######## dpram_rr_arbiter ########
Figure 1. The metal 3 layer (dpram_rr_arbiter).
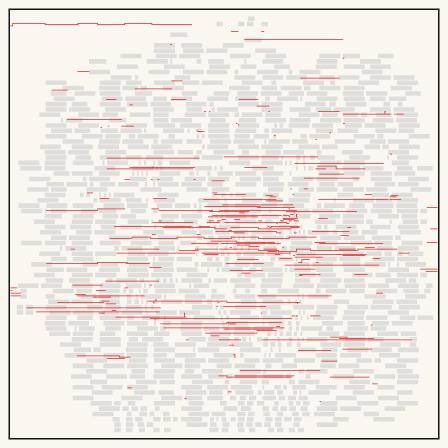

<file path="config.mk">
export PLATFORM = sky130hd
export DESIGN_NAME = dpram_rr_arbiter
export DESIGN_NICKNAME = d
export VERILOG_FILES = /design/src/rtl/dpram_rr_arbiter_pkg.sv /design/src/rtl/dpram_rr_arbiter_dpram.sv /design/src/rtl/dpram_rr_arbiter_rr_arb2.sv /design/src/rtl/dpram_rr_arbiter.sv
export SDC_FILE = /design/constraint.sdc
export NUM_CORES = 1
export LEC_CHECK = 0
export CAP_MARGIN = 40
export CELL_PAD_IN_SITES_DETAIL_PLACEMENT = 1
export CELL_PAD_IN_SITES_GLOBAL_PLACEMENT = 1
export CORE_MARGIN = 2
export CORE_UTILIZATION = 45
export CTS_CLUSTER_DIAMETER = 150
export DETAILED_ROUTE_END_ITERATION = 10
export PLACE_DENSITY = 0.71
export SYNTH_ARGS = -nofsm -noshare
export SYNTH_HDL_FRONTEND = slang
export SYNTH_HIERARCHICAL = 1
export SYNTH_SLANG_ARGS = --single-unit
</file>
<file path="constraint.sdc">
create_clock -name clock -period 6.05 [get_ports clock]
set_input_delay 0.9075 -clock clock [delete_from_list [all_inputs] [get_ports clock]]
set_output_delay 0.9075 -clock clock [all_outputs]
set_load 0.02 [all_outputs]
</file>
<file path="src/rtl/dpram_rr_arbiter_pkg.sv">
`default_nettype none
// ============================================================================
//  Module   : dpram_rr_arbiter_pkg
//  Brief    : Shared client identifiers and arbiter state encoding for the
//             two-client dual-port RAM arbiter.
//  Revision : 1.0 - initial release
// ============================================================================
package dpram_rr_arbiter_pkg;

   localparam logic CLIENT0     = 1'b0;
   localparam logic CLIENT1     = 1'b1;
   localparam int   NUM_CLIENTS = 2;

   // Priority pointer of one port: the client that wins when both request.
   typedef enum logic {
      PRI0 = 1'b0,
      PRI1 = 1'b1
   } pri_state_t;

endpackage : dpram_rr_arbiter_pkg
`default_nettype wire

</file>
<file path="src/rtl/dpram_rr_arbiter_dpram.sv">
`default_nettype none
// ============================================================================
//  Module   : dpram
//  Brief    : Simple dual-port RAM, one write port and one registered read
//             port. Reads return the pre-write value on a same-address
//             collision. The read register clears on reset; contents do not.
//  Revision : 1.0 - initial release
// ============================================================================
module dpram #(
   parameter int DATA_WIDTH = 8,
   parameter int ADDR_WIDTH = 6
) (
   input  logic                  read_clock,
   input  logic                  write_clock,
   input  logic                  rst,
   input  logic [DATA_WIDTH-1:0] data,
   input  logic [ADDR_WIDTH-1:0] read_addr,
   input  logic [ADDR_WIDTH-1:0] write_addr,
   input  logic                  we,
   output logic [DATA_WIDTH-1:0] q
);

   localparam int DEPTH = 1 << ADDR_WIDTH;

   logic [DATA_WIDTH-1:0] mem [DEPTH];

   // Write port: store the word at the edge where we is high.
   always_ff @(posedge write_clock) begin
      if (we) begin
         mem[write_addr] <= data;
      end
   end

   // Read port: registered output, cleared on reset.
   always_ff @(posedge read_clock) begin
      if (rst) begin
         q <= '0;
      end else begin
         q <= mem[read_addr];
      end
   end

endmodule : dpram
`default_nettype wire

</file>
<file path="src/rtl/dpram_rr_arbiter_rr_arb2.sv">
`default_nettype none
// ============================================================================
//  Module   : rr_arb2
//  Brief    : Two-way round-robin arbiter with its own priority pointer.
//             Grant is combinational from the requests and the pointer; the
//             pointer moves to the other client after every grant.
//  Revision : 1.0 - initial release
// ============================================================================
module rr_arb2
   import dpram_rr_arbiter_pkg::*;
(
   input  logic                   clock,
   input  logic                   rst,
   input  logic [NUM_CLIENTS-1:0] req,
   output logic [NUM_CLIENTS-1:0] gnt,
   output logic                   gnt_idx
);

   pri_state_t state;
   pri_state_t state_next;

   // Priority pointer register; client 0 has priority out of reset.
   always_ff @(posedge clock) begin
      if (rst) begin
         state <= PRI0;
      end else begin
         state <= state_next;
      end
   end

   // Grant selection and pointer update; nothing is granted during reset.
   always_comb begin
      gnt        = '0;
      gnt_idx    = CLIENT0;
      state_next = state;
      if (!rst) begin
         case (req)
            2'b01: begin
               gnt_idx = CLIENT0;
               gnt     = 2'b01;
            end
            2'b10: begin
               gnt_idx = CLIENT1;
               gnt     = 2'b10;
            end
            2'b11: begin
               gnt_idx = (state == PRI1) ? CLIENT1 : CLIENT0;
               gnt     = (state == PRI1) ? 2'b10 : 2'b01;
            end
            default: begin
               gnt     = '0;
            end
         endcase
         if (gnt != '0) begin
            state_next = (gnt_idx == CLIENT1) ? PRI0 : PRI1;
         end
      end
   end

endmodule : rr_arb2
`default_nettype wire

</file>
<file path="src/rtl/dpram_rr_arbiter.sv">
`default_nettype none
// ============================================================================
//  Module   : dpram_rr_arbiter
//  Brief    : Shares one dual-port RAM between two clients. Write and read
//             ports are arbitrated independently with round-robin priority;
//             read data comes back one cycle after acceptance, tagged by a
//             per-client valid strobe.
//  Revision : 1.0 - initial release
// ============================================================================
module dpram_rr_arbiter
   import dpram_rr_arbiter_pkg::*;
#(
   parameter int DATA_WIDTH = 8,
   parameter int ADDR_WIDTH = 6
) (
   input  logic                  clock,
   input  logic                  rst,
   input  logic                  c0_wr_valid,
   output logic                  c0_wr_ready,
   input  logic [ADDR_WIDTH-1:0] c0_wr_addr,
   input  logic [DATA_WIDTH-1:0] c0_wr_data,
   input  logic                  c0_rd_valid,
   output logic                  c0_rd_ready,
   input  logic [ADDR_WIDTH-1:0] c0_rd_addr,
   output logic                  c0_rd_data_valid,
   input  logic                  c1_wr_valid,
   output logic                  c1_wr_ready,
   input  logic [ADDR_WIDTH-1:0] c1_wr_addr,
   input  logic [DATA_WIDTH-1:0] c1_wr_data,
   input  logic                  c1_rd_valid,
   output logic                  c1_rd_ready,
   input  logic [ADDR_WIDTH-1:0] c1_rd_addr,
   output logic                  c1_rd_data_valid,
   output logic [DATA_WIDTH-1:0] rd_data
);

   logic [NUM_CLIENTS-1:0] wr_gnt;
   logic [NUM_CLIENTS-1:0] rd_gnt;
   logic                   wr_idx;
   logic                   rd_idx;
   logic [ADDR_WIDTH-1:0]  wr_addr;
   logic [DATA_WIDTH-1:0]  wr_data;
   logic [ADDR_WIDTH-1:0]  rd_addr;
   logic                   we;
   logic                   rd_pending;
   logic                   rd_client;

   rr_arb2 u_wr_arb (
      .clock   (clock),
      .rst     (rst),
      .req     ({c1_wr_valid, c0_wr_valid}),
      .gnt     (wr_gnt),
      .gnt_idx (wr_idx)
   );

   rr_arb2 u_rd_arb (
      .clock   (clock),
      .rst     (rst),
      .req     ({c1_rd_valid, c0_rd_valid}),
      .gnt     (rd_gnt),
      .gnt_idx (rd_idx)
   );

   assign c0_wr_ready = wr_gnt[CLIENT0];
   assign c1_wr_ready = wr_gnt[CLIENT1];
   assign c0_rd_ready = rd_gnt[CLIENT0];
   assign c1_rd_ready = rd_gnt[CLIENT1];

   assign wr_addr = (wr_idx == CLIENT1) ? c1_wr_addr : c0_wr_addr;
   assign wr_data = (wr_idx == CLIENT1) ? c1_wr_data : c0_wr_data;
   assign rd_addr = (rd_idx == CLIENT1) ? c1_rd_addr : c0_rd_addr;
   assign we      = |wr_gnt;

   // Remember which client owns the word arriving on rd_data next cycle.
   always_ff @(posedge clock) begin
      if (rst) begin
         rd_pending <= 1'b0;
         rd_client  <= CLIENT0;
      end else begin
         rd_pending <= |rd_gnt;
         rd_client  <= rd_idx;
      end
   end

   // Masking with rst drops a response whose request was accepted just
   // before reset rose; the client reissues it afterwards.
   assign c0_rd_data_valid = rd_pending && !rst && (rd_client == CLIENT0);
   assign c1_rd_data_valid = rd_pending && !rst && (rd_client == CLIENT1);

   dpram #(
      .DATA_WIDTH (DATA_WIDTH),
      .ADDR_WIDTH (ADDR_WIDTH)
   ) u_mem (
      .read_clock  (clock),
      .write_clock (clock),
      .rst         (rst),
      .data        (wr_data),
      .read_addr   (rd_addr),
      .write_addr  (wr_addr),
      .we          (we),
      .q           (rd_data)
   );

endmodule : dpram_rr_arbiter
`default_nettype wire

</file>
######## hs_serializer ########
<file path="src/rtl/hs_serializer.sv">
// hs_serializer: parallel-to-serial transmitter with a one-word holding
// register. Words stream back-to-back with no idle bit between them, and
// word_done pulses once per completed word.
module hs_serializer #(
    parameter int   DATA_W    = 10,
    parameter int   MSB_FIRST = 1,
    parameter logic IDLE_BIT  = 1'b0
) (
    input  logic              i_clk,
    input  logic              i_n_rst,        // active-high, asynchronous
    input  logic              i_in_valid,
    input  logic [DATA_W-1:0] i_in_data,
    output logic              o_in_ready,
    input  logic              i_shift_enable,
    output logic              o_serial_out,
    output logic              o_word_done,
    output logic              o_busy
);

    localparam int            CW   = $clog2(DATA_W);
    localparam logic [CW-1:0] LAST = CW'(DATA_W - 1);

    typedef enum logic {IDLE, SHIFT} state_t;

    state_t            r_state, w_state_nxt;
    logic [DATA_W-1:0] r_hold_data;
    logic              r_hold_full;
    logic [DATA_W-1:0] r_sr;
    logic [DATA_W-1:0] w_sr_shifted;
    logic [CW-1:0]     r_bit_cnt;
    logic              r_word_done;
    logic              w_accept;
    logic              w_strobe;
    logic              w_last;
    logic              w_load;

    // Handshake, strobe qualification and hold->sr transfer decode
    always_comb begin
        w_accept = i_in_valid & o_in_ready;
        w_strobe = (r_state == SHIFT) & i_shift_enable;
        w_last   = w_strobe & (r_bit_cnt == LAST);
        // Transfer from IDLE, or gaplessly on the last bit's consuming edge
        w_load   = r_hold_full & ((r_state == IDLE) | w_last);
        // Shift toward the output end, zero-filling the vacated end
        if (MSB_FIRST != 0) w_sr_shifted = {r_sr[DATA_W-2:0], 1'b0};
        else                w_sr_shifted = {1'b0, r_sr[DATA_W-1:1]};
    end

    // FSM state register
    always_ff @(posedge i_clk or posedge i_n_rst) begin
        if (i_n_rst) r_state <= IDLE;
        else         r_state <= w_state_nxt;
    end

    // FSM next-state: leave IDLE when a word is held, return after the
    // last bit only if nothing is waiting in the hold
    always_comb begin
        w_state_nxt = r_state;
        case (r_state)
            IDLE:    if (r_hold_full)              w_state_nxt = SHIFT;
            SHIFT:   if (w_last && !r_hold_full)   w_state_nxt = IDLE;
            default:                               w_state_nxt = IDLE;
        endcase
    end

    // Holding register: accepts only when empty, so never collides with a load
    always_ff @(posedge i_clk or posedge i_n_rst) begin
        if (i_n_rst) begin
            r_hold_data <= '0;
            r_hold_full <= 1'b0;
        end else if (w_accept) begin
            r_hold_data <= i_in_data;
            r_hold_full <= 1'b1;
        end else if (w_load) begin
            r_hold_full <= 1'b0;
        end
    end

    // Shift register and bit counter; everything holds while the strobe is low
    always_ff @(posedge i_clk or posedge i_n_rst) begin
        if (i_n_rst) begin
            r_sr      <= '0;
            r_bit_cnt <= '0;
        end else if (w_load) begin
            r_sr      <= r_hold_data;
            r_bit_cnt <= '0;
        end else if (w_strobe && !w_last) begin
            r_sr      <= w_sr_shifted;
            r_bit_cnt <= r_bit_cnt + CW'(1);
        end
    end

    // Completion pulse registered off the last bit's consuming edge
    always_ff @(posedge i_clk or posedge i_n_rst) begin
        if (i_n_rst) r_word_done <= 1'b0;
        else         r_word_done <= w_last;
    end

    assign o_in_ready   = ~r_hold_full & ~i_n_rst;
    assign o_serial_out = (r_state == SHIFT) ?
                          ((MSB_FIRST != 0) ? r_sr[DATA_W-1] : r_sr[0]) : IDLE_BIT;
    assign o_word_done  = r_word_done;
    assign o_busy       = (r_state == SHIFT) | r_hold_full;

endmodule

</file>
<file path="config.mk">
export PLATFORM = sky130hd
export DESIGN_NAME = hs_serializer
export DESIGN_NICKNAME = d
export VERILOG_FILES = /design/src/rtl/hs_serializer.sv
export SDC_FILE = /design/constraint.sdc
export NUM_CORES = 1
export LEC_CHECK = 0
export CAP_MARGIN = 20
export CORE_MARGIN = 1
export CORE_UTILIZATION = 60
export CTS_BUF_LIST = sky130_fd_sc_hd__clkbuf_4 sky130_fd_sc_hd__clkbuf_8
export DETAILED_ROUTE_END_ITERATION = 8
export GPL_TIMING_DRIVEN = 0
export PLACE_DENSITY_LB_ADDON = 0.3
export SLEW_MARGIN = 20
export SYNTH_ARGS = -nofsm -noshare
export SYNTH_HDL_FRONTEND = slang
export SYNTH_SLANG_ARGS = --single-unit
</file>
<file path="constraint.sdc">
create_clock -name i_clk -period 2.8 [get_ports i_clk]
set_input_delay 0.28 -clock i_clk [delete_from_list [all_inputs] [get_ports i_clk]]
set_output_delay 0.28 -clock i_clk [all_outputs]
set_load 0.01 [all_outputs]
</file>
######## sprite_plotter ########
[src/rtl/sprite_plotter.sv]
// sprite_plotter: erases the previous sprite and draws a new one pixel by pixel,
// with a one-deep pending request register and screen-edge clipping.
module sprite_plotter #(
    parameter int SPR_W = 4,
    parameter int SPR_H = 4,
    parameter logic [2:0] BG_COLOUR = 3'b000
) (
    input  logic       clk,
    input  logic       resetn,
    input  logic       go,
    input  logic [7:0] x_in,
    input  logic [6:0] y_in,
    input  logic [2:0] c_in,
    output logic [7:0] x,
    output logic [6:0] y,
    output logic [2:0] colour,
    output logic       plot,
    output logic       busy,
    output logic       done
);
    typedef enum logic [1:0] {IDLE, ERASE, DRAW, DONE} state_t;
    state_t state, state_n;
    logic [7:0] new_x, old_x, pend_x;
    logic [6:0] new_y, old_y, pend_y;
    logic [2:0] new_c, pend_c;
    logic       pending, has_drawn;
    logic [3:0] cx, cy;
    logic       last_x, last, start, active, erasing;
    logic [7:0] base_x;
    logic [6:0] base_y;
    logic [8:0] sx;
    logic [7:0] sy;
    assign last_x  = cx == 4'(SPR_W - 1);
    assign last    = last_x && cy == 4'(SPR_H - 1);
    assign start   = state == IDLE && (go || pending);
    assign erasing = state == ERASE;
    assign active  = erasing || state == DRAW;
    always_comb begin
        state_n = state;
        case (state)
            IDLE:  state_n = start ? (has_drawn ? ERASE : DRAW) : IDLE;
            ERASE: state_n = last ? DRAW : ERASE;
            DRAW:  state_n = last ? DONE : DRAW;
            DONE:  state_n = IDLE;
            default: state_n = IDLE;
        endcase
    end
    always_ff @(posedge clk or negedge resetn) begin
        if (!resetn) begin
            state     <= IDLE;
            new_x     <= '0;
            new_y     <= '0;
            new_c     <= '0;
            old_x     <= '0;
            old_y     <= '0;
            pend_x    <= '0;
            pend_y    <= '0;
            pend_c    <= '0;
            pending   <= 1'b0;
            has_drawn <= 1'b0;
            cx        <= '0;
            cy        <= '0;
        end else begin
            state <= state_n;
            if (state == IDLE) begin
                // a fresh go always beats a queued request, which is then dropped
                if (start) begin
                    new_x   <= go ? x_in : pend_x;
                    new_y   <= go ? y_in : pend_y;
                    new_c   <= go ? c_in : pend_c;
                    pending <= 1'b0;
                    cx      <= '0;
                    cy      <= '0;
                end
            end else if (go) begin
                pend_x  <= x_in;
                pend_y  <= y_in;
                pend_c  <= c_in;
                pending <= 1'b1;
            end
            if (active) begin
                cx <= last_x ? 4'd0 : cx + 4'd1;
                cy <= last ? 4'd0 : (last_x ? cy + 4'd1 : cy);
            end
            if (state == DRAW && last) begin
                old_x     <= new_x;
                old_y     <= new_y;
                has_drawn <= 1'b1;
            end
        end
    end
    // widened sums so off-screen pixels clip instead of wrapping
    assign base_x = erasing ? old_x : new_x;
    assign base_y = erasing ? old_y : new_y;
    assign sx     = {1'b0, base_x} + {5'b0, cx};
    assign sy     = {1'b0, base_y} + {4'b0, cy};
    assign x      = active ? sx[7:0] : 8'd0;
    assign y      = active ? sy[6:0] : 7'd0;
    assign colour = active ? (erasing ? BG_COLOUR : new_c) : 3'd0;
    assign plot   = active && sx < 9'd160 && sy < 8'd120;
    assign busy   = state != IDLE;
    assign done   = state == DONE;
endmodule

[config.mk]
export PLATFORM = sky130hd
export DESIGN_NAME = sprite_plotter
export DESIGN_NICKNAME = d
export VERILOG_FILES = /design/src/rtl/sprite_plotter.sv
export SDC_FILE = /design/constraint.sdc
export NUM_CORES = 1
export LEC_CHECK = 0
export ABC_AREA = 1
export CAP_MARGIN = 10
export CORE_MARGIN = 4
export CORE_UTILIZATION = 27
export DETAILED_ROUTE_END_ITERATION = 16
export GPL_TIMING_DRIVEN = 0
export HOLD_SLACK_MARGIN = 0.1
export MAX_ROUTING_LAYER = met4
export SYNTH_ARGS = -nofsm -noshare
export SYNTH_HDL_FRONTEND = slang
export SYNTH_SLANG_ARGS = --single-unit
[constraint.sdc]
create_clock -name clk -period 3.1 [get_ports clk]
set_input_delay 0.62 -clock clk [delete_from_list [all_inputs] [get_ports clk]]
set_output_delay 0.62 -clock clk [all_outputs]
set_load 0.1 [all_outputs]
######## fw_boot_loader ########
--- src/rtl/fw_boot_loader.sv ---
// Firmware boot loader: streams an image into memory at LOAD_BASE, writes the
// 6502 reset vector, then releases the CPU reset after a hold period.
module fw_boot_loader #(
    parameter int unsigned            ADDR_WIDTH  = 16,
    parameter int unsigned            REG_WIDTH   = 8,
    parameter logic [ADDR_WIDTH-1:0]  LOAD_BASE   = 16'h8000,
    parameter int unsigned            MAX_FW_SIZE = 4096,
    parameter int unsigned            HOLD_CYCLES = 8
) (
    input  logic                  clk,
    input  logic                  reset_n,
    input  logic                  start,
    input  logic                  in_valid,
    input  logic [REG_WIDTH-1:0]  in_data,
    input  logic                  in_last,
    output logic                  in_ready,
    output logic                  mem_we,
    output logic [ADDR_WIDTH-1:0] mem_addr,
    output logic [REG_WIDTH-1:0]  mem_din,
    output logic                  cpu_reset_n,
    output logic                  done,
    output logic                  error,
    output logic [ADDR_WIDTH-1:0] byte_count
);

    localparam int unsigned HOLD_W = (HOLD_CYCLES > 1) ? $clog2(HOLD_CYCLES) : 1;

    // The image plus the vector slots must fit below 0xFFFC without wrapping.
    if (32'(LOAD_BASE) + 32'(MAX_FW_SIZE) > 32'hFFFC) begin : g_bad_size
        $error("fw_boot_loader: LOAD_BASE + MAX_FW_SIZE exceeds 0xFFFC");
    end
    if (HOLD_CYCLES < 1) begin : g_bad_hold
        $error("fw_boot_loader: HOLD_CYCLES must be >= 1");
    end

    typedef enum logic [2:0] {
        IDLE   = 3'd0,
        LOAD   = 3'd1,
        VEC_LO = 3'd2,
        VEC_HI = 3'd3,
        HOLD   = 3'd4,
        RUN    = 3'd5,
        ERR    = 3'd6
    } state_e;

    state_e                  state_q, state_d;
    logic [ADDR_WIDTH-1:0]   byte_count_q, byte_count_d;
    logic [HOLD_W-1:0]       hold_cnt_q, hold_cnt_d;
    logic                    mem_we_q, mem_we_d;
    logic [ADDR_WIDTH-1:0]   mem_addr_q, mem_addr_d;
    logic [REG_WIDTH-1:0]    mem_din_q, mem_din_d;
    logic                    cpu_reset_n_q, cpu_reset_n_d;
    logic                    done_q, done_d;
    logic                    error_q, error_d;
    logic                    accept;

    assign in_ready = (state_q == LOAD);
    assign accept   = in_valid && in_ready;

    // State and output registers.
    always_ff @(posedge clk or negedge reset_n) begin
        if (!reset_n) begin
            state_q       <= IDLE;
            byte_count_q  <= '0;
            hold_cnt_q    <= '0;
            mem_we_q      <= 1'b0;
            mem_addr_q    <= '0;
            mem_din_q     <= '0;
            cpu_reset_n_q <= 1'b0;
            done_q        <= 1'b0;
            error_q       <= 1'b0;
        end else begin
            state_q       <= state_d;
            byte_count_q  <= byte_count_d;
            hold_cnt_q    <= hold_cnt_d;
            mem_we_q      <= mem_we_d;
            mem_addr_q    <= mem_addr_d;
            mem_din_q     <= mem_din_d;
            cpu_reset_n_q <= cpu_reset_n_d;
            done_q        <= done_d;
            error_q       <= error_d;
        end
    end

    // Next-state and registered-output decode.
    always_comb begin
        state_d       = state_q;
        byte_count_d  = byte_count_q;
        hold_cnt_d    = hold_cnt_q;
        mem_we_d      = 1'b0;
        mem_addr_d    = mem_addr_q;
        mem_din_d     = mem_din_q;
        cpu_reset_n_d = 1'b0;
        done_d        = done_q;
        error_d       = error_q;

        case (state_q)
            IDLE: begin
                if (start) begin
                    state_d      = LOAD;
                    byte_count_d = '0;
                end
            end
            LOAD: begin
                if (accept) begin
                    mem_we_d     = 1'b1;
                    mem_addr_d   = LOAD_BASE + byte_count_q;
                    mem_din_d    = in_data;
                    byte_count_d = byte_count_q + ADDR_WIDTH'(1);
                    if (in_last) begin
                        state_d = VEC_LO;
                    end else if (byte_count_q == ADDR_WIDTH'(MAX_FW_SIZE - 1)) begin
                        state_d = ERR;
                        error_d = 1'b1;
                    end
                end
            end
            VEC_LO: begin
                mem_we_d   = 1'b1;
                mem_addr_d = ADDR_WIDTH'(16'hFFFC);
                mem_din_d  = REG_WIDTH'(LOAD_BASE);
                state_d    = VEC_HI;
            end
            VEC_HI: begin
                mem_we_d   = 1'b1;
                mem_addr_d = ADDR_WIDTH'(16'hFFFD);
                mem_din_d  = REG_WIDTH'(LOAD_BASE >> 8);
                state_d    = HOLD;
                hold_cnt_d = '0;
            end
            HOLD: begin
                hold_cnt_d = hold_cnt_q + HOLD_W'(1);
                if (hold_cnt_q == HOLD_W'(HOLD_CYCLES - 1)) begin
                    state_d       = RUN;
                    cpu_reset_n_d = 1'b1;
                    done_d        = 1'b1;
                end
            end
            RUN: begin
                cpu_reset_n_d = 1'b1;
                done_d        = 1'b1;
            end
            ERR: begin
                error_d = 1'b1;
            end
            default: begin
                state_d = IDLE;
            end
        endcase
    end

    assign mem_we      = mem_we_q;
    assign mem_addr    = mem_addr_q;
    assign mem_din     = mem_din_q;
    assign cpu_reset_n = cpu_reset_n_q;
    assign done        = done_q;
    assign error       = error_q;
    assign byte_count  = byte_count_q;

endmodule

--- config.mk ---
export PLATFORM = sky130hd
export DESIGN_NAME = fw_boot_loader
export DESIGN_NICKNAME = d
export VERILOG_FILES = /design/src/rtl/fw_boot_loader.sv
export SDC_FILE = /design/constraint.sdc
export NUM_CORES = 1
export LEC_CHECK = 0
export CORE_UTILIZATION = 45
export DETAILED_ROUTE_END_ITERATION = 10
export MAX_ROUTING_LAYER = met4
export PLACE_DENSITY = 0.75
export SLEW_MARGIN = 20
export SYNTH_ARGS = -nofsm -noshare
export SYNTH_HDL_FRONTEND = slang
export SYNTH_SLANG_ARGS = --single-unit
--- constraint.sdc ---
create_clock -name clk -period 1.43 [get_ports clk]
set_input_delay 0.3575 -clock clk [delete_from_list [all_inputs] [get_ports clk]]
set_output_delay 0.3575 -clock clk [all_outputs]
set_load 0.05 [all_outputs]

==> screenshots <==
Congestion heat map.
image #1
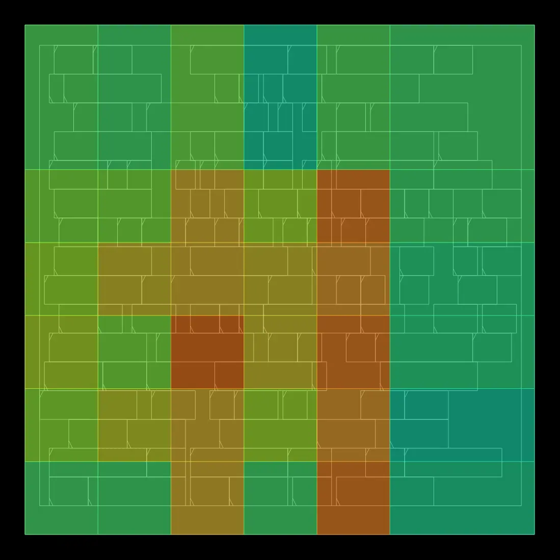
image #2
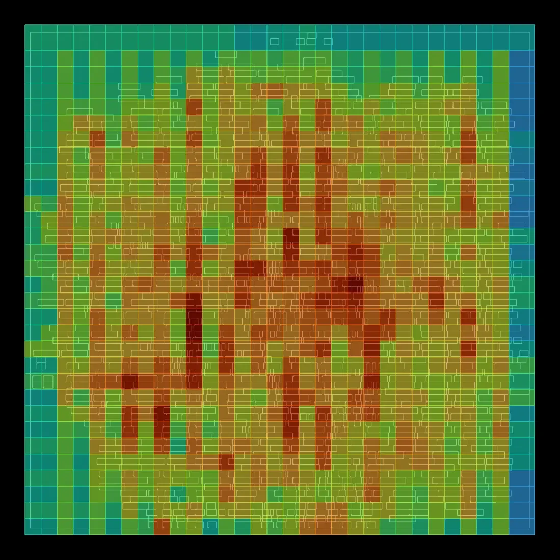
image #3
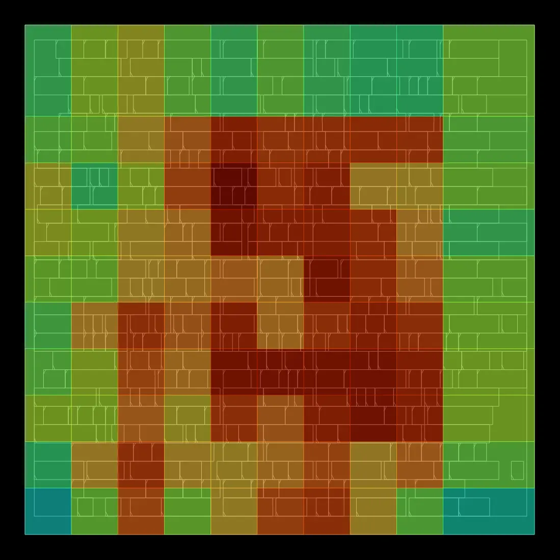
image #4
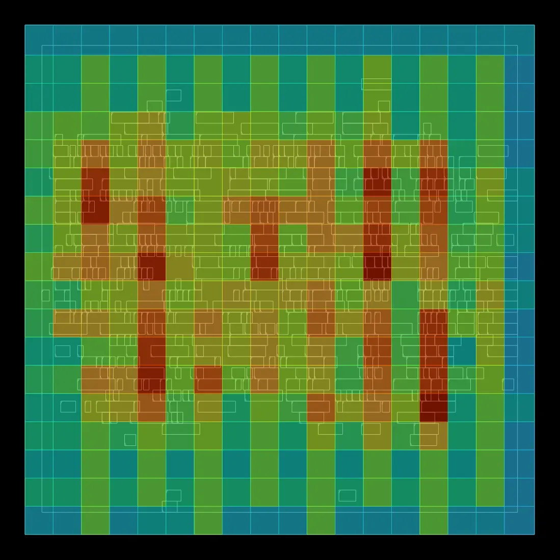
- highest track usage: image #3
- lowest track usage: image #4
sprite_plotter: image #4
hs_serializer: image #1
fw_boot_loader: image #3
dpram_rr_arbiter: image #2

Figure 2. Signal wires on met1 (fw_boot_loader).
Scale bar: 20 microns. Supply wires on this layer in gray.
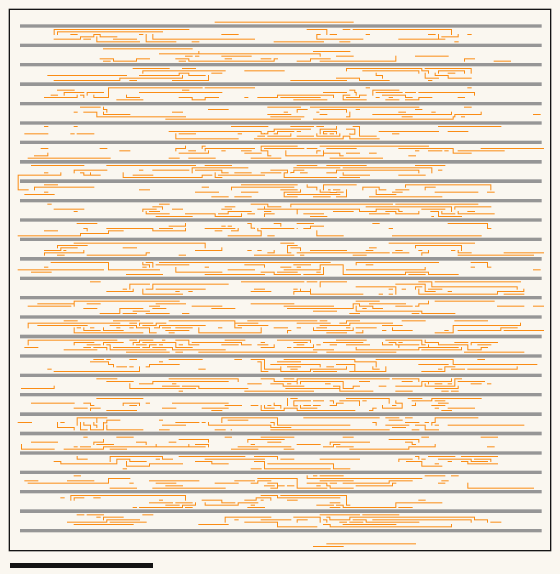
344 nets have wire on it. The longest straight run is 23.9 microns. The layer carries 3560 microns of wire. The layer holds 38% of the routed length. The wires run mostly horizontal.
vias after detailed routing: 2691
final routed wirelength across all metal layers: 9347 microns
grt met1 use: 32.88%

Figure 3. The metal 3 layer (fw_boot_loader).
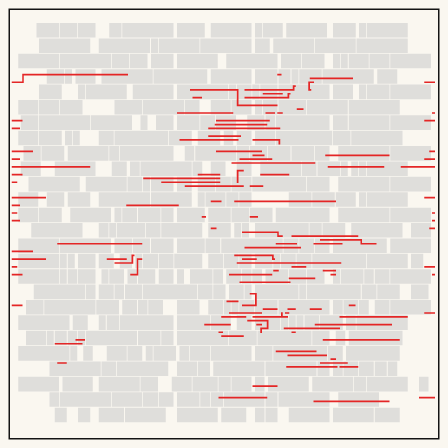
The layer carries 615 microns of wire. The wires run mostly horizontal.
met3 track demand over resource in global routing: 4.101%

==> results.json, fw_boot_loader <==
{
  "outcome": "finished, violations left",
  "violations": "setup timing",
  "worstSetupEndpointType": "flip-flop",
  "yosysWarnings": 0,
  "post_dp_cell_area_sq_mm": 0.003865,
  "clock_tree.htree_level_count": 2,
  "wire_length_of_the_first_global_routing_pass_microns": 11460,
  "setup_viol": 42,
  "top_area_cell": "sky130_fd_sc_hd__dfrtp_1",
  "yosysChipArea_sq_mm": 0.002442,
  "worst_hold_path_type": "input port to async pin",
  "clock_network_latency_to_the_later_pin_of_the_worst_skew_pair_ps": 310,
  "grt_usage_pct": 28.20,
  "slew_headroom_pct": 74.80,
  "timing_max_transition_violations_final": 0,
  "path_cells": "ha_4 > and2_4 > nand4_1 > or4b_1 > nand3_1",
  "dp_worst_setup_slack_ps": -383.7,
  "crit_cells": 5,
  "netlist_top_cells_count": "sky130_fd_sc_hd__dfrtp_1, sky130_fd_sc_hd__nand2_1, sky130_fd_sc_hd__a21oi_1",
  "finalWorstSetupSlack_ps": -259.7
}
==> fw_boot_loader: routing by layer <==
metal / routed length [microns] / up-vias
met2: 4851 / 184
met4: 320 / 0
li1: - / 1146
met5: 0 / -
met1: 3560 / 1325
met3: 614 / 36
==> fw_boot_loader: sequential cells by signal, summed over array words and instances (netlist names) <==
name / flops
hold_cnt_q: 3
mem_we: 1
done: 1
byte_count: 16
cpu_reset_n: 1
error: 1
mem_din: 8
state_q: 3
mem_addr: 16
==> fw_boot_loader: power by group <==
part	internal (uW)	switching, uW	leakage, uW
Sequential	1410	0	0.000574
Clock	515	474	0.0000579
Combinational	42.9	48.1	0.00157
==> fw_boot_loader: area by class of cell <==
cell class,instances,area [sq um]
timing repair buffer,123,1677
inverter,4,15.01
fill,187,588.1
multi-input combinational,186,1425
clock buffer,5,68.82
sequential,50,1271
clock inverter,3,40.04
tap,70,87.58
==> fw_boot_loader: stage by stage <==
stage                     hold slack [ps]  instances  total power [uW]
final                               24.33        441              2492
after global routing                44.92        441              2555
after CTS                           35.38        430              2494
after detailed placement            365.7        411              1521
after global placement              367.4        411              1521
after floorplan                     61.91        254              1448
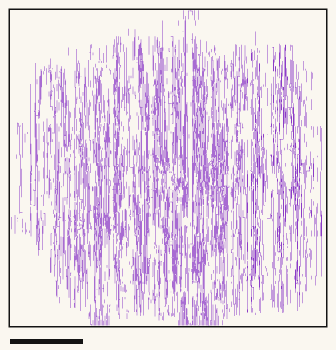
Figure 4: dpram_rr_arbiter, the metal 2 layer.
Scale bar: 50 microns.
1047 nets have wire on it. The layer carries 24.6 mm of wire.
met2 Usage GRT: 35.20%
final routed wirelength across all metal layers: 50530 microns
vias after detailed routing: 10120

## Picture notes: Figure 1
121 nets have wire on it. The longest straight run is 76.1 microns. The wires run mostly horizontal.
met3 track demand over resource in global routing: 4.142%

==> results.json, dpram_rr_arbiter <==
{
  "final_antenna_net_count": 0,
  "timing_max_transition_violations_final": 0,
  "worst_setup_skew_after_layout_ps": 16.16,
  "io_buffers": 59,
  "synth_stat.cells": 966,
  "clock_slew_at_the_register_clock_pins_of_the_worst_setup_and_hold_paths_ps": 60,
  "worst_r2r_src": "u_rd_arb/state",
  "power_clock_uw": 3680,
  "dr.pass1.iters": 5,
  "syn_nets": 1012,
  "power.leakage_uw": 0.007580,
  "whs_path_depth": 2,
  "setup_viol": 0,
  "sw_frac_of_total_pct": 20.73,
  "grt_usage_pct": 22.14,
  "netlist_top_cells_count": "sky130_fd_sc_hd__edfxtp_1, sky130_fd_sc_hd__mux4_2, sky130_fd_sc_hd__nor2_1",
  "ys.flops": 524,
  "cts-buffers-inserted": 52,
  "fin_area_sq_mm": 0.02406,
  "outcome": "finished, final reports clean",
  "cts.hold.buffers_added": 0,
  "p_seq_share_pct": 48.7,
  "dp.final_hpwl_microns": 32010,
  "most_frequent_logic_cell_in_the_layout": "sky130_fd_sc_hd__edfxtp_1",
  "syn_avg_cell_area_sq_um": 21.32,
  "final_core_util_pct": 53.14,
  "timing.critical_path.slowest_stage_cell": "sky130_fd_sc_hd__mux2_8",
  "post_route_cells_drive_above_1_share_pct": 26.82,
  "fin_tns_setup_ps": 0,
  "yosysChipArea_sq_mm": 0.02059,
  "top_area_cell": "sky130_fd_sc_hd__edfxtp_1",
  "fp.dieH_microns": 217.9
}
## dpram_rr_arbiter: routing by layer
layer	vias to the layer above	global-route usage [%]
met3	117	4.142
met5	-	0
met4	0	9.025
met1	5390	30.36
li1	4239	-
met2	375	35.20
## dpram_rr_arbiter: cell type report
class                      count  area (sq um)
clock buffer                  67          1409
clock inverter                28         548.0
fill                        3983         21220
inverter                       5         18.77
multi-input combinational    385          4705
sequential                   524         15620
tap                          600         750.7
timing repair buffer         106          1017
## dpram_rr_arbiter: worst reg2reg max path, cell delays in order, from the launching register on
cell	delay [ps]
sky130_fd_sc_hd__dfxtp_1	390
sky130_fd_sc_hd__nor2b_4	70
sky130_fd_sc_hd__nor3b_2	520
sky130_fd_sc_hd__mux2_8	750
sky130_fd_sc_hd__buf_4	430
sky130_fd_sc_hd__mux4_2	550
sky130_fd_sc_hd__mux2i_1	350
sky130_fd_sc_hd__a21oi_1	230
sky130_fd_sc_hd__a21oi_1	180
sky130_fd_sc_hd__o211ai_1	90
## dpram_rr_arbiter: state kept, by name, indices dropped and copies added (netlist names)
register and cells:
rd_pending 1, u_wr_arb/state 1, rd_client 1, u_mem/q 8, u_mem/mem 512, u_rd_arb/state 1
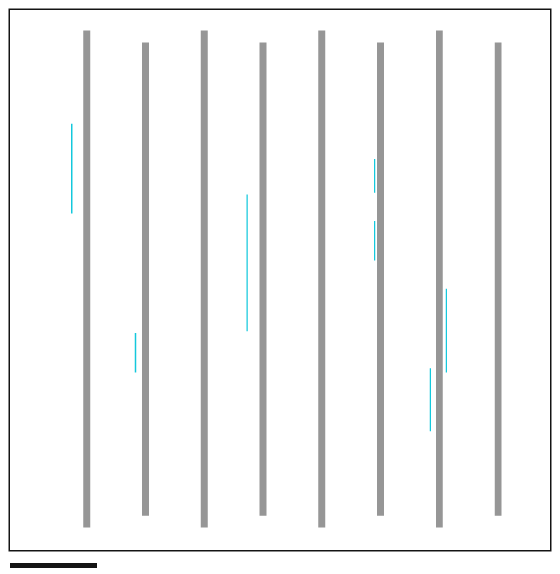
Figure 5: sprite_plotter, M4 wires.
Scale bar: 20 microns. Supply wires on this layer in gray.
The longest straight run is 31.3 microns. The layer holds 1.2% of the routed length. The layer carries 110 microns of wire.

==> results.json, sprite_plotter <==
{
  "final.min_clock_period_ps": 3454,
  "top_layer_used": "met4",
  "detail_route.vias_per_cell": 4.522,
  "nets": 581,
  "setup_viol": 8,
  "slew_headroom_pct": 35.49,
  "dr.pass1.iters": 4,
  "clockNetworkAreaShare_pct": 5.685,
  "synthMostInstantiatedCell": "sky130_fd_sc_hd__nand2_1",
  "area.growth.synth_to_final_pct": 47.28,
  "violations": "setup timing",
  "non_clock_buffer_count": 81,
  "tritoncts": "done",
  "routed-wl-met2_microns": 4327,
  "global_route.overflow_total": 0,
  "timing.critical_path.slowest_stage_cell": "sky130_fd_sc_hd__dfrtp_2",
  "tritoncts_num_sinks": 63,
  "crit_top_cell": "sky130_fd_sc_hd__nand2_2",
  "antennaDiodeCount": 0,
  "synthSimpleGateAreaFrac_pct": 21.51,
  "die_area_sq_mm": 0.01555,
  "grtUsageMet2_pct": 18.64,
  "wl_per_cell_microns": 12.93,
  "multiInputCombCellCount": 309,
  "grt_usage_pct": 12.68,
  "dp.final_hpwl_microns": 6459,
  "finalWorstSetupSlack_ps": -353.9,
  "outcome": "finished, violations left",
  "power_frac_clock_pct": 51.9
}
sprite_plotter: power groups by stage:
stage	sequential, uW	combinational (uW)	clock (uW)
4_1_cts	849	97.9	1040
6_report	849	96.3	1020
3_3_place_gp	863	95.5	0
3_5_place_dp	863	97.6	0
5_1_grt	851	115	1080
2_1_floorplan	862	44.4	0
sprite_plotter: sequential cells by signal, indices dropped and copies added, names as in the netlist:
| name | flops |
|---|---|
| new_c | 3 |
| old_x | 8 |
| pend_x | 8 |
| pend_c | 3 |
| cy | 4 |
| new_y | 7 |
| new_x | 8 |
| pend_y | 7 |
| has_drawn | 1 |
| pending | 1 |
| state | 2 |
| old_y | 7 |
| cx | 4 |
sprite_plotter: metrics by stage:
stage               hold slack [ps]  power (uW)  cells  instance area [sq um]
CTS                           416.7        1988    714                   5147
finish                        374.3        1966    722                   5414
global route                  443.2        2046    722                   5414
detailed placement            457.7       961.0    683                   4433
floorplan                     324.4       906.7    467                   3815
global placement              448.0       958.7    683                   4436
sprite_plotter: repair_timing:
action | in CTS | in global routing
resized | 179 | 57
cloned | 2 | 0
endpoints found under the setup margin | 20 | 18
buffers inserted | 15 | 8
pin swaps | 24 | 32
Figure 6. The metal 2 layer (hs_serializer).
Scale bar: 10 microns.
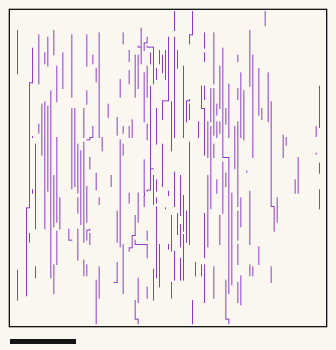
The layer holds 48% of the routed length. 125 nets have wire on it. The longest straight run is 28.6 microns. The layer carries 1040 microns of wire. The wires run mostly vertical.
vias after detailed routing: 865
final routed wirelength across all metal layers: 2143 microns

==> results.json, hs_serializer <==
{
  "worst_hold_path_type": "input port to async pin",
  "enable_flop_cells": 0,
  "antenna_violations_before_repair": 0,
  "met3WireLength_microns": 68,
  "tritoncts_num_sinks": 27,
  "yosys_most_used_dff": "sky130_fd_sc_hd__dfrtp_1",
  "timing.hold.ws_ps": 245.9,
  "post-layout-total-power_uw": 1265,
  "post_synth_ao_oa_area_fraction_pct": 14.48,
  "power.leakage_uw": 0.0006511,
  "filler_cell_count": 137,
  "grt_usage_pct": 22.36,
  "logic_gate_share_of_total_power_pct": 33.3,
  "worstSetupPathType": "flip-flop to output port",
  "fin_area_sq_mm": 0.001529,
  "area.growth.synth_to_final_pct": 19.57,
  "worstSetupEndpointType": "output port",
  "fp_util_pct": 64.52,
  "cp_data_arrival_time_ps": 1540,
  "outcome": "finished, final reports clean",
  "synthSimpleGateAreaFrac_pct": 14.38,
  "maximum_clock_frequency_mhz": 550.0,
  "initialDrtViolationCount": 9,
  "cell_internal_pwr_uw": 889.1,
  "p_switching_uw": 375.6
}
hs_serializer: worst paths after layout:
kind	to	slack, ps	depth (start not counted)
max in group asynchronous	o_word_done	2140	3
min reg2reg	r_hold_data[8]	520	1
min in group i_clk	r_hold_data[8]	520	1
min	r_sr[6]	250	2
max	o_busy	980	3
max reg2reg	r_sr[7]	1200	5
hs_serializer: area by class of cell:
class | count | area share, %
Buffer | 4 | 2.209
Timing Repair Buffer | 18 | 12.11
Clock buffer | 3 | 1.473
Sequential cell | 27 | 44.19
Inverter | 5 | 1.227
Clock inverter | 1 | 0.5728
Tap cell | 27 | 2.209
Multi-Input combinational cell | 63 | 36.01
hs_serializer: power by group through the flow:
stage / clock [uW] / combinational (uW) / sequential, uW
after floorplan: 0 / 335 / 642
after global placement: 0 / 407 / 669
after CTS: 185 / 425 / 666
after detailed placement: 0 / 421 / 676
final: 176 / 421 / 667
after global routing: 197 / 466 / 691
hs_serializer: critical path: stages (launching register included):
cell and delay, ps:
sky130_fd_sc_hd__dfrtp_1 530, sky130_fd_sc_hd__nor2_1 100, sky130_fd_sc_hd__inv_1 60, sky130_fd_sc_hd__clkdlybuf4s50_1 520

######## ahb_mem_slave_flat ########
Figure 7. Signal wires on met1 (ahb_mem_slave_flat).
Scale bar: 100 microns. Supply wires on this layer in gray.
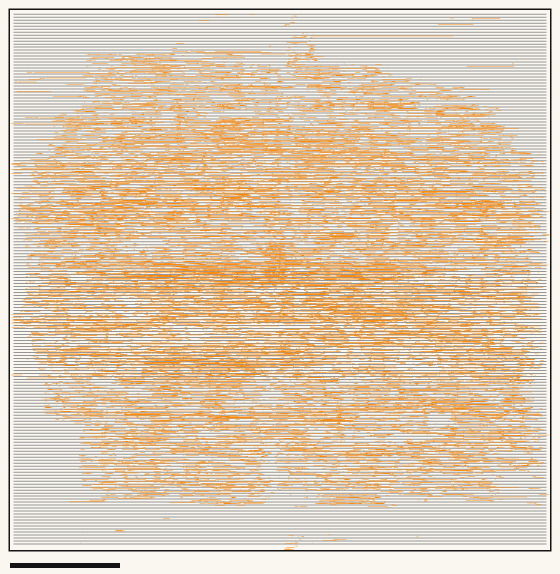
File: config.mk
export PLATFORM = sky130hd
export DESIGN_NAME = ahb_mem_slave_flat
export DESIGN_NICKNAME = d
export VERILOG_FILES = /design/src/rtl/ahb_mem_slave_if.sv /design/src/rtl/ahb_mem_slave.sv /design/src/flat_wrapper.sv
export SDC_FILE = /design/constraint.sdc
export NUM_CORES = 2
export LEC_CHECK = 0
export CAP_MARGIN = 20
export CORE_MARGIN = 3
export CORE_UTILIZATION = 35
export CTS_CLUSTER_DIAMETER = 120
export DETAILED_ROUTE_END_ITERATION = 7
export PLACE_DENSITY = 0.48
export SLEW_MARGIN = 10
export SYNTH_ARGS = -nofsm -noshare
export SYNTH_HDL_FRONTEND = slang
export SYNTH_SLANG_ARGS = --single-unit
File: constraint.sdc
create_clock -name hclk -period 8 [get_ports hclk]
set_input_delay 1.6 -clock hclk [delete_from_list [all_inputs] [get_ports hclk]]
set_output_delay 1.6 -clock hclk [all_outputs]
set_load 0.005 [all_outputs]
File: src/rtl/ahb_mem_slave_if.sv
// AHB-Lite bus bundle between the single master and the memory slave.
interface ahb_mem_slave_if #(
    parameter int ADDR_WIDTH = 8,
    parameter int DATA_WIDTH = 32
);
    logic                  hsel;
    logic [1:0]            htrans;
    logic                  hwrite;
    logic [2:0]            hsize;
    logic [ADDR_WIDTH-1:0] haddr;
    logic [DATA_WIDTH-1:0] hwdata;
    logic [DATA_WIDTH-1:0] hrdata;
    logic                  hready;
    logic                  hresp;

    modport master (
        output hsel, htrans, hwrite, hsize, haddr, hwdata,
        input  hrdata, hready, hresp
    );

    modport slave (
        input  hsel, htrans, hwrite, hsize, haddr, hwdata,
        output hrdata, hready, hresp
    );
endinterface

File: src/rtl/ahb_mem_slave.sv
// AHB-Lite memory slave: reads, sized writes, programmable wait states and a
// two-cycle ERROR response. Being the only slave, its hready is the bus hready.
module ahb_mem_slave #(
    parameter int ADDR_WIDTH  = 8,
    parameter int DATA_WIDTH  = 32,
    parameter int DEPTH       = 64,
    parameter int WAIT_STATES = 0
) (
    input  logic hclk,
    input  logic hresetn,
    ahb_mem_slave_if.slave bus
);
    localparam int NB    = DATA_WIDTH / 8;
    localparam int LOG2B = $clog2(NB);
    localparam int OFF_W = (LOG2B > 0) ? LOG2B : 1;
    localparam int IDX_W = (DEPTH > 1) ? $clog2(DEPTH) : 1;

    typedef enum logic [1:0] {
        ST_IDLE = 2'd0,
        ST_WAIT = 2'd1,
        ST_ERR1 = 2'd2,
        ST_ERR2 = 2'd3
    } state_t;

    // Byte-lane enables for lanes [off, off + 2^size).
    function automatic logic [NB-1:0] lane_mask(input logic [OFF_W-1:0] off,
                                                input logic [2:0] size);
        logic [NB-1:0] m;
        int            lo;
        int            hi;
        lo = int'(off);
        hi = lo + (1 << int'(size));
        for (int i = 0; i < NB; i++) begin
            m[i] = (i >= lo) && (i < hi);
        end
        return m;
    endfunction

    // Replace the enabled byte lanes of old_w with those of new_w.
    function automatic logic [DATA_WIDTH-1:0] merge(input logic [DATA_WIDTH-1:0] old_w,
                                                    input logic [DATA_WIDTH-1:0] new_w,
                                                    input logic [NB-1:0]         mask);
        logic [DATA_WIDTH-1:0] res;
        for (int i = 0; i < NB; i++) begin
            res[i*8 +: 8] = mask[i] ? new_w[i*8 +: 8] : old_w[i*8 +: 8];
        end
        return res;
    endfunction

    state_t                r_state;
    state_t                w_state_nxt;
    logic [3:0]            r_cnt;
    logic [3:0]            w_cnt_nxt;
    logic                  r_hready;
    logic                  r_hresp;
    logic [DATA_WIDTH-1:0] r_hrdata;

    // Data-phase copy of the accepted legal transfer.
    logic                  r_pend;
    logic                  r_pwrite;
    logic [IDX_W-1:0]      r_pidx;
    logic [OFF_W-1:0]      r_poff;
    logic [2:0]            r_psize;

    logic [DATA_WIDTH-1:0] r_mem [DEPTH];

    logic                  w_active;
    logic                  w_accept;
    logic                  w_legal;
    logic [ADDR_WIDTH-1:0] w_idx_full;
    logic [OFF_W-1:0]      w_off;
    logic                  w_commit;
    logic [NB-1:0]         w_wmask;
    logic                  w_rd_load;
    logic [IDX_W-1:0]      w_rd_idx;
    logic [DATA_WIDTH-1:0] w_rd_word;

    assign w_active   = bus.hsel && bus.htrans[1];
    assign w_accept   = r_hready && w_active;
    assign w_idx_full = bus.haddr >> LOG2B;
    assign w_off      = (LOG2B > 0) ? OFF_W'(bus.haddr) : '0;
    assign w_commit   = r_hready && r_pend && r_pwrite;
    assign w_wmask    = lane_mask(r_poff, r_psize);

    // Classify the address phase: out of range, oversize or misaligned is illegal.
    always_comb begin
        w_legal = 1'b1;
        if (int'(w_idx_full) >= DEPTH) begin
            w_legal = 1'b0;
        end else if (int'(bus.hsize) > LOG2B) begin
            w_legal = 1'b0;
        end else if ((int'(bus.haddr) & ((1 << int'(bus.hsize)) - 1)) != 0) begin
            w_legal = 1'b0;
        end else begin
            w_legal = 1'b1;
        end
    end

    // Next-state and wait-counter logic of the response FSM.
    always_comb begin
        w_state_nxt = r_state;
        w_cnt_nxt   = r_cnt;
        case (r_state)
            ST_IDLE, ST_ERR2: begin
                if (w_accept && !w_legal) begin
                    w_state_nxt = ST_ERR1;
                end else if (w_accept && (WAIT_STATES > 0)) begin
                    w_state_nxt = ST_WAIT;
                    w_cnt_nxt   = 4'(WAIT_STATES);
                end else begin
                    w_state_nxt = ST_IDLE;
                end
            end
            ST_WAIT: begin
                if (r_cnt <= 4'd1) begin
                    w_state_nxt = ST_IDLE;
                    w_cnt_nxt   = 4'd0;
                end else begin
                    w_cnt_nxt   = r_cnt - 4'd1;
                end
            end
            ST_ERR1: begin
                w_state_nxt = ST_ERR2;
            end
            default: begin
                w_state_nxt = ST_IDLE;
                w_cnt_nxt   = 4'd0;
            end
        endcase
    end

    // FSM state, counter and registered handshake outputs.
    always_ff @(posedge hclk or negedge hresetn) begin
        if (!hresetn) begin
            r_state  <= ST_IDLE;
            r_cnt    <= 4'd0;
            r_hready <= 1'b1;
            r_hresp  <= 1'b0;
        end else begin
            r_state  <= w_state_nxt;
            r_cnt    <= w_cnt_nxt;
            r_hready <= (w_state_nxt == ST_IDLE) || (w_state_nxt == ST_ERR2);
            r_hresp  <= (w_state_nxt == ST_ERR1) || (w_state_nxt == ST_ERR2);
        end
    end

    // Latch address/control on every ready edge; hold it through wait cycles.
    always_ff @(posedge hclk or negedge hresetn) begin
        if (!hresetn) begin
            r_pend   <= 1'b0;
            r_pwrite <= 1'b0;
            r_pidx   <= '0;
            r_poff   <= '0;
            r_psize  <= 3'd0;
        end else if (r_hready) begin
            r_pend   <= w_accept && w_legal;
            r_pwrite <= bus.hwrite;
            r_pidx   <= IDX_W'(w_idx_full);
            r_poff   <= w_off;
            r_psize  <= bus.hsize;
        end else begin
            r_pend   <= r_pend;
        end
    end

    // Commit the write lanes at the end of the write completion cycle.
    always_ff @(posedge hclk) begin
        if (w_commit) begin
            r_mem[r_pidx] <= merge(r_mem[r_pidx], bus.hwdata, w_wmask);
        end
    end

    // Pick the read word to load, forwarding a write committing on the same edge.
    always_comb begin
        w_rd_load = 1'b0;
        w_rd_idx  = r_pidx;
        if (WAIT_STATES == 0) begin
            w_rd_load = w_accept && w_legal && !bus.hwrite;
            w_rd_idx  = IDX_W'(w_idx_full);
        end else begin
            w_rd_load = (r_state == ST_WAIT) && (r_cnt == 4'd1) && r_pend && !r_pwrite;
            w_rd_idx  = r_pidx;
        end
        w_rd_word = r_mem[w_rd_idx];
        if (w_commit && (r_pidx == w_rd_idx)) begin
            w_rd_word = merge(w_rd_word, bus.hwdata, w_wmask);
        end else begin
            w_rd_word = r_mem[w_rd_idx];
        end
    end

    // Read data is non-zero only during a read completion cycle.
    always_ff @(posedge hclk or negedge hresetn) begin
        if (!hresetn) begin
            r_hrdata <= '0;
        end else if (w_rd_load) begin
            r_hrdata <= w_rd_word;
        end else begin
            r_hrdata <= '0;
        end
    end

    assign bus.hready = r_hready;
    assign bus.hresp  = r_hresp;
    assign bus.hrdata = r_hrdata;
endmodule

File: src/flat_wrapper.sv
// flat-port wrapper written by rule: the top's interface ports become plain ports
module ahb_mem_slave_flat 
#(
    parameter int ADDR_WIDTH  = 8,
    parameter int DATA_WIDTH  = 32,
    parameter int DEPTH       = 64,
    parameter int WAIT_STATES = 0
)
  (hclk, hresetn, bus_hsel, bus_htrans, bus_hwrite, bus_hsize, bus_haddr, bus_hwdata, bus_hrdata, bus_hready, bus_hresp);
  ahb_mem_slave_if #(.ADDR_WIDTH(ADDR_WIDTH), .DATA_WIDTH(DATA_WIDTH)) bus_i ();
  input  logic hclk;
  input  logic hresetn;
  input wire logic [$bits(bus_i.hsel)-1:0] bus_hsel;
  input wire logic [$bits(bus_i.htrans)-1:0] bus_htrans;
  input wire logic [$bits(bus_i.hwrite)-1:0] bus_hwrite;
  input wire logic [$bits(bus_i.hsize)-1:0] bus_hsize;
  input wire logic [$bits(bus_i.haddr)-1:0] bus_haddr;
  input wire logic [$bits(bus_i.hwdata)-1:0] bus_hwdata;
  output wire logic [$bits(bus_i.hrdata)-1:0] bus_hrdata;
  output wire logic [$bits(bus_i.hready)-1:0] bus_hready;
  output wire logic [$bits(bus_i.hresp)-1:0] bus_hresp;
  assign bus_i.hsel = bus_hsel;
  assign bus_i.htrans = bus_htrans;
  assign bus_i.hwrite = bus_hwrite;
  assign bus_i.hsize = bus_hsize;
  assign bus_i.haddr = bus_haddr;
  assign bus_i.hwdata = bus_hwdata;
  assign bus_hrdata = bus_i.hrdata;
  assign bus_hready = bus_i.hready;
  assign bus_hresp = bus_i.hresp;
  ahb_mem_slave #(.ADDR_WIDTH(ADDR_WIDTH), .DATA_WIDTH(DATA_WIDTH), .DEPTH(DEPTH), .WAIT_STATES(WAIT_STATES)) u_core (.hclk(hclk), .hresetn(hresetn), .bus(bus_i));
endmodule
==> results.json <==
{
  "period_used_pct": 54.72,
  "maximum_clock_frequency_mhz": 228.4,
  "finalNonFillerCells": 7735,
  "min_from": "u_core.r_cnt[3]",
  "wl_per_cell_microns": 31.28,
  "power.leakage_uw": 0.02944,
  "dr.pass1.iters": 7,
  "final.min_clock_period_ps": 4378,
  "core_region_area_sq_mm": 0.2332,
  "detail_route.vias_per_cell": 5.400,
  "synthTopLogicFamily": "multiplexers",
  "clock_tree.htree_level_count": 4,
  "die_area_sq_mm": 0.2408,
  "setup_viol": 0,
  "timing.hold.ws_ps": 533.3,
  "global_route.peak_usage_layer": "met2",
  "post-synth-top-area-fraction_pct": 74.79,
  "post_synth_xor_area_fraction_pct": 0.06391,
  "worst_r2r_path_depth": 9,
  "wire_length_of_the_first_global_routing_pass_microns": 335900,
  "grtUsageMet3_pct": 4.363,
  "netlist_top_cells_count": "sky130_fd_sc_hd__edfxtp_1, sky130_fd_sc_hd__mux2i_1, sky130_fd_sc_hd__nor2_1",
  "power.density_mw_per_mm2": 249.0,
  "whs_path_depth": 1,
  "most-common-layout-cells": "sky130_fd_sc_hd__edfxtp_1, sky130_fd_sc_hd__mux2i_1, sky130_fd_sc_hd__nor2_1, sky130_fd_sc_hd__mux4_2, sky130_fd_sc_hd__clkbuf_16",
  "post_synth_ao_oa_area_fraction_pct": 3.859,
  "yosys_most_used_dff": "sky130_fd_sc_hd__edfxtp_1",
  "yosys.area_share.adder_pct": 0.1613,
  "fp_util_pct": 35.26,
  "grtUsageMet2_pct": 30.88,
  "drv_cap": 0,
  "top_layer_used": "met5",
  "postSynthSeqShare_pct": 76.41,
  "outcome": "finished, final reports clean",
  "post_cts_resize_count": 0,
  "fp.dieH_microns": 490.7,
  "min_delay_worst_endpoint": "u_core.r_cnt[3]",
  "wl_met1_microns": 104600,
  "r2r_end": "u_core.r_mem[45][22]",
  "path_max_fanout": 15,
  "nets": 4476,
  "final_antenna_net_count": 0,
  "clock_network_latency_to_the_later_pin_of_the_worst_skew_pair_ps": 860,
  "yosysWarnings": 0,
  "cp_data_arrival_time_ps": 5120,
  "cp-start-kind": "input port",
  "grt_max_degree": 117,
  "fin_tns_setup_ps": 0,
  "last_weighted_congestion_value_of_the_routability_driven_placer": 0.7927,
  "post_route_cells_drive_above_1_share_pct": 16.37,
  "ys.flops": 2101,
  "initialDrtViolationCount": 4623,
  "tritoncts_num_sinks": 2101,
  "yosys.cell_types.count": 62,
  "global_route.overflow_total": 0,
  "synthSimpleGateAreaFrac_pct": 3.762,
  "drt_drc_violations_left": 0,
  "cts-buffers-inserted": 215,
  "cts_setup_buffers": 0,
  "routed-wl-met2_microns": 114000,
  "syn_avg_cell_area_sq_um": 19.20,
  "timing_max_transition_violations_final": 0,
  "vias_after_detailed_routing": 41770,
  "io_buffers": 81,
  "largest_register_ff_count": 2048,
  "worst_ir_drop_vdd_uv": 198.0,
  "synth_cells": 4282,
  "synth_stat.cells": 4282
}
## Picture notes: Figure 7
4353 nets have wire on it. The longest straight run is 153 microns.

[critical path, cell delays in order]
cell	delay (ps)
sky130_fd_sc_hd__clkdlybuf4s50_1	1140
sky130_fd_sc_hd__nor2b_2	1060
sky130_fd_sc_hd__buf_4	410
sky130_fd_sc_hd__a31oi_1	220
sky130_fd_sc_hd__nand4_1	270
sky130_fd_sc_hd__o211ai_1	140
sky130_fd_sc_hd__a21oi_1	220
[cell type report]
type	count	area [sq um]
Timing Repair Buffer	179	1468
Sequential cell	2101	62830
Antenna cell	15	37.54
Clock inverter	91	695.7
Tap cell	3132	3919
Inverter	17	63.81
Fill cell	21020	140500
Multi-Input combinational cell	1903	17880
Clock buffer	297	5831
[kinds of logic after synthesis]
| family | after synthesis |
|---|---|
| XOR/XNOR | 6 |
| adder cells (fa/ha/maj) | 10 |
| AND/OR/NAND/NOR | 686 |
| flip-flops | 2101 |
| AND-OR/OR-AND | 438 |
| buffers and inverters | 278 |
| multiplexers | 763 |
[where the power goes]
part / total, uW / internal [uW] / switching, uW
clock: 9540 / 5320 / 4220
sequential: 12200 / 12100 / 68.9
combinational: 1370 / 408 / 958


==> gallery <==
The metal 2 layer.
Plate I
Scale bar: 20 microns.
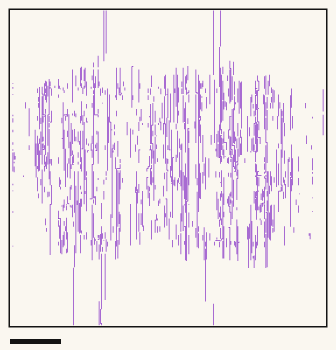
Plate II
Scale bar: 100 microns.
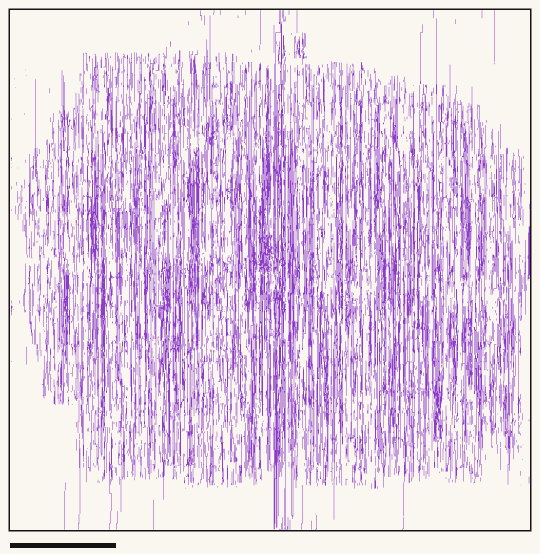
Plate III
Scale bar: 20 microns.
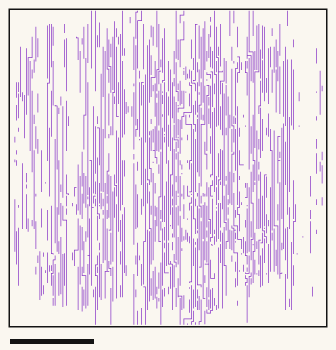
The one with the largest die is Plate II.
The one with the smallest die is Plate III.
| picture | from |
|---|---|
| Plate I | sprite_plotter |
| Plate II | ahb_mem_slave_flat |
| Plate III | fw_boot_loader |

Key to Plate I:
The layer holds 46% of the routed length. The wires run mostly vertical. The layer carries 4330 microns of wire.

Power and IR drop assume default switching activity.
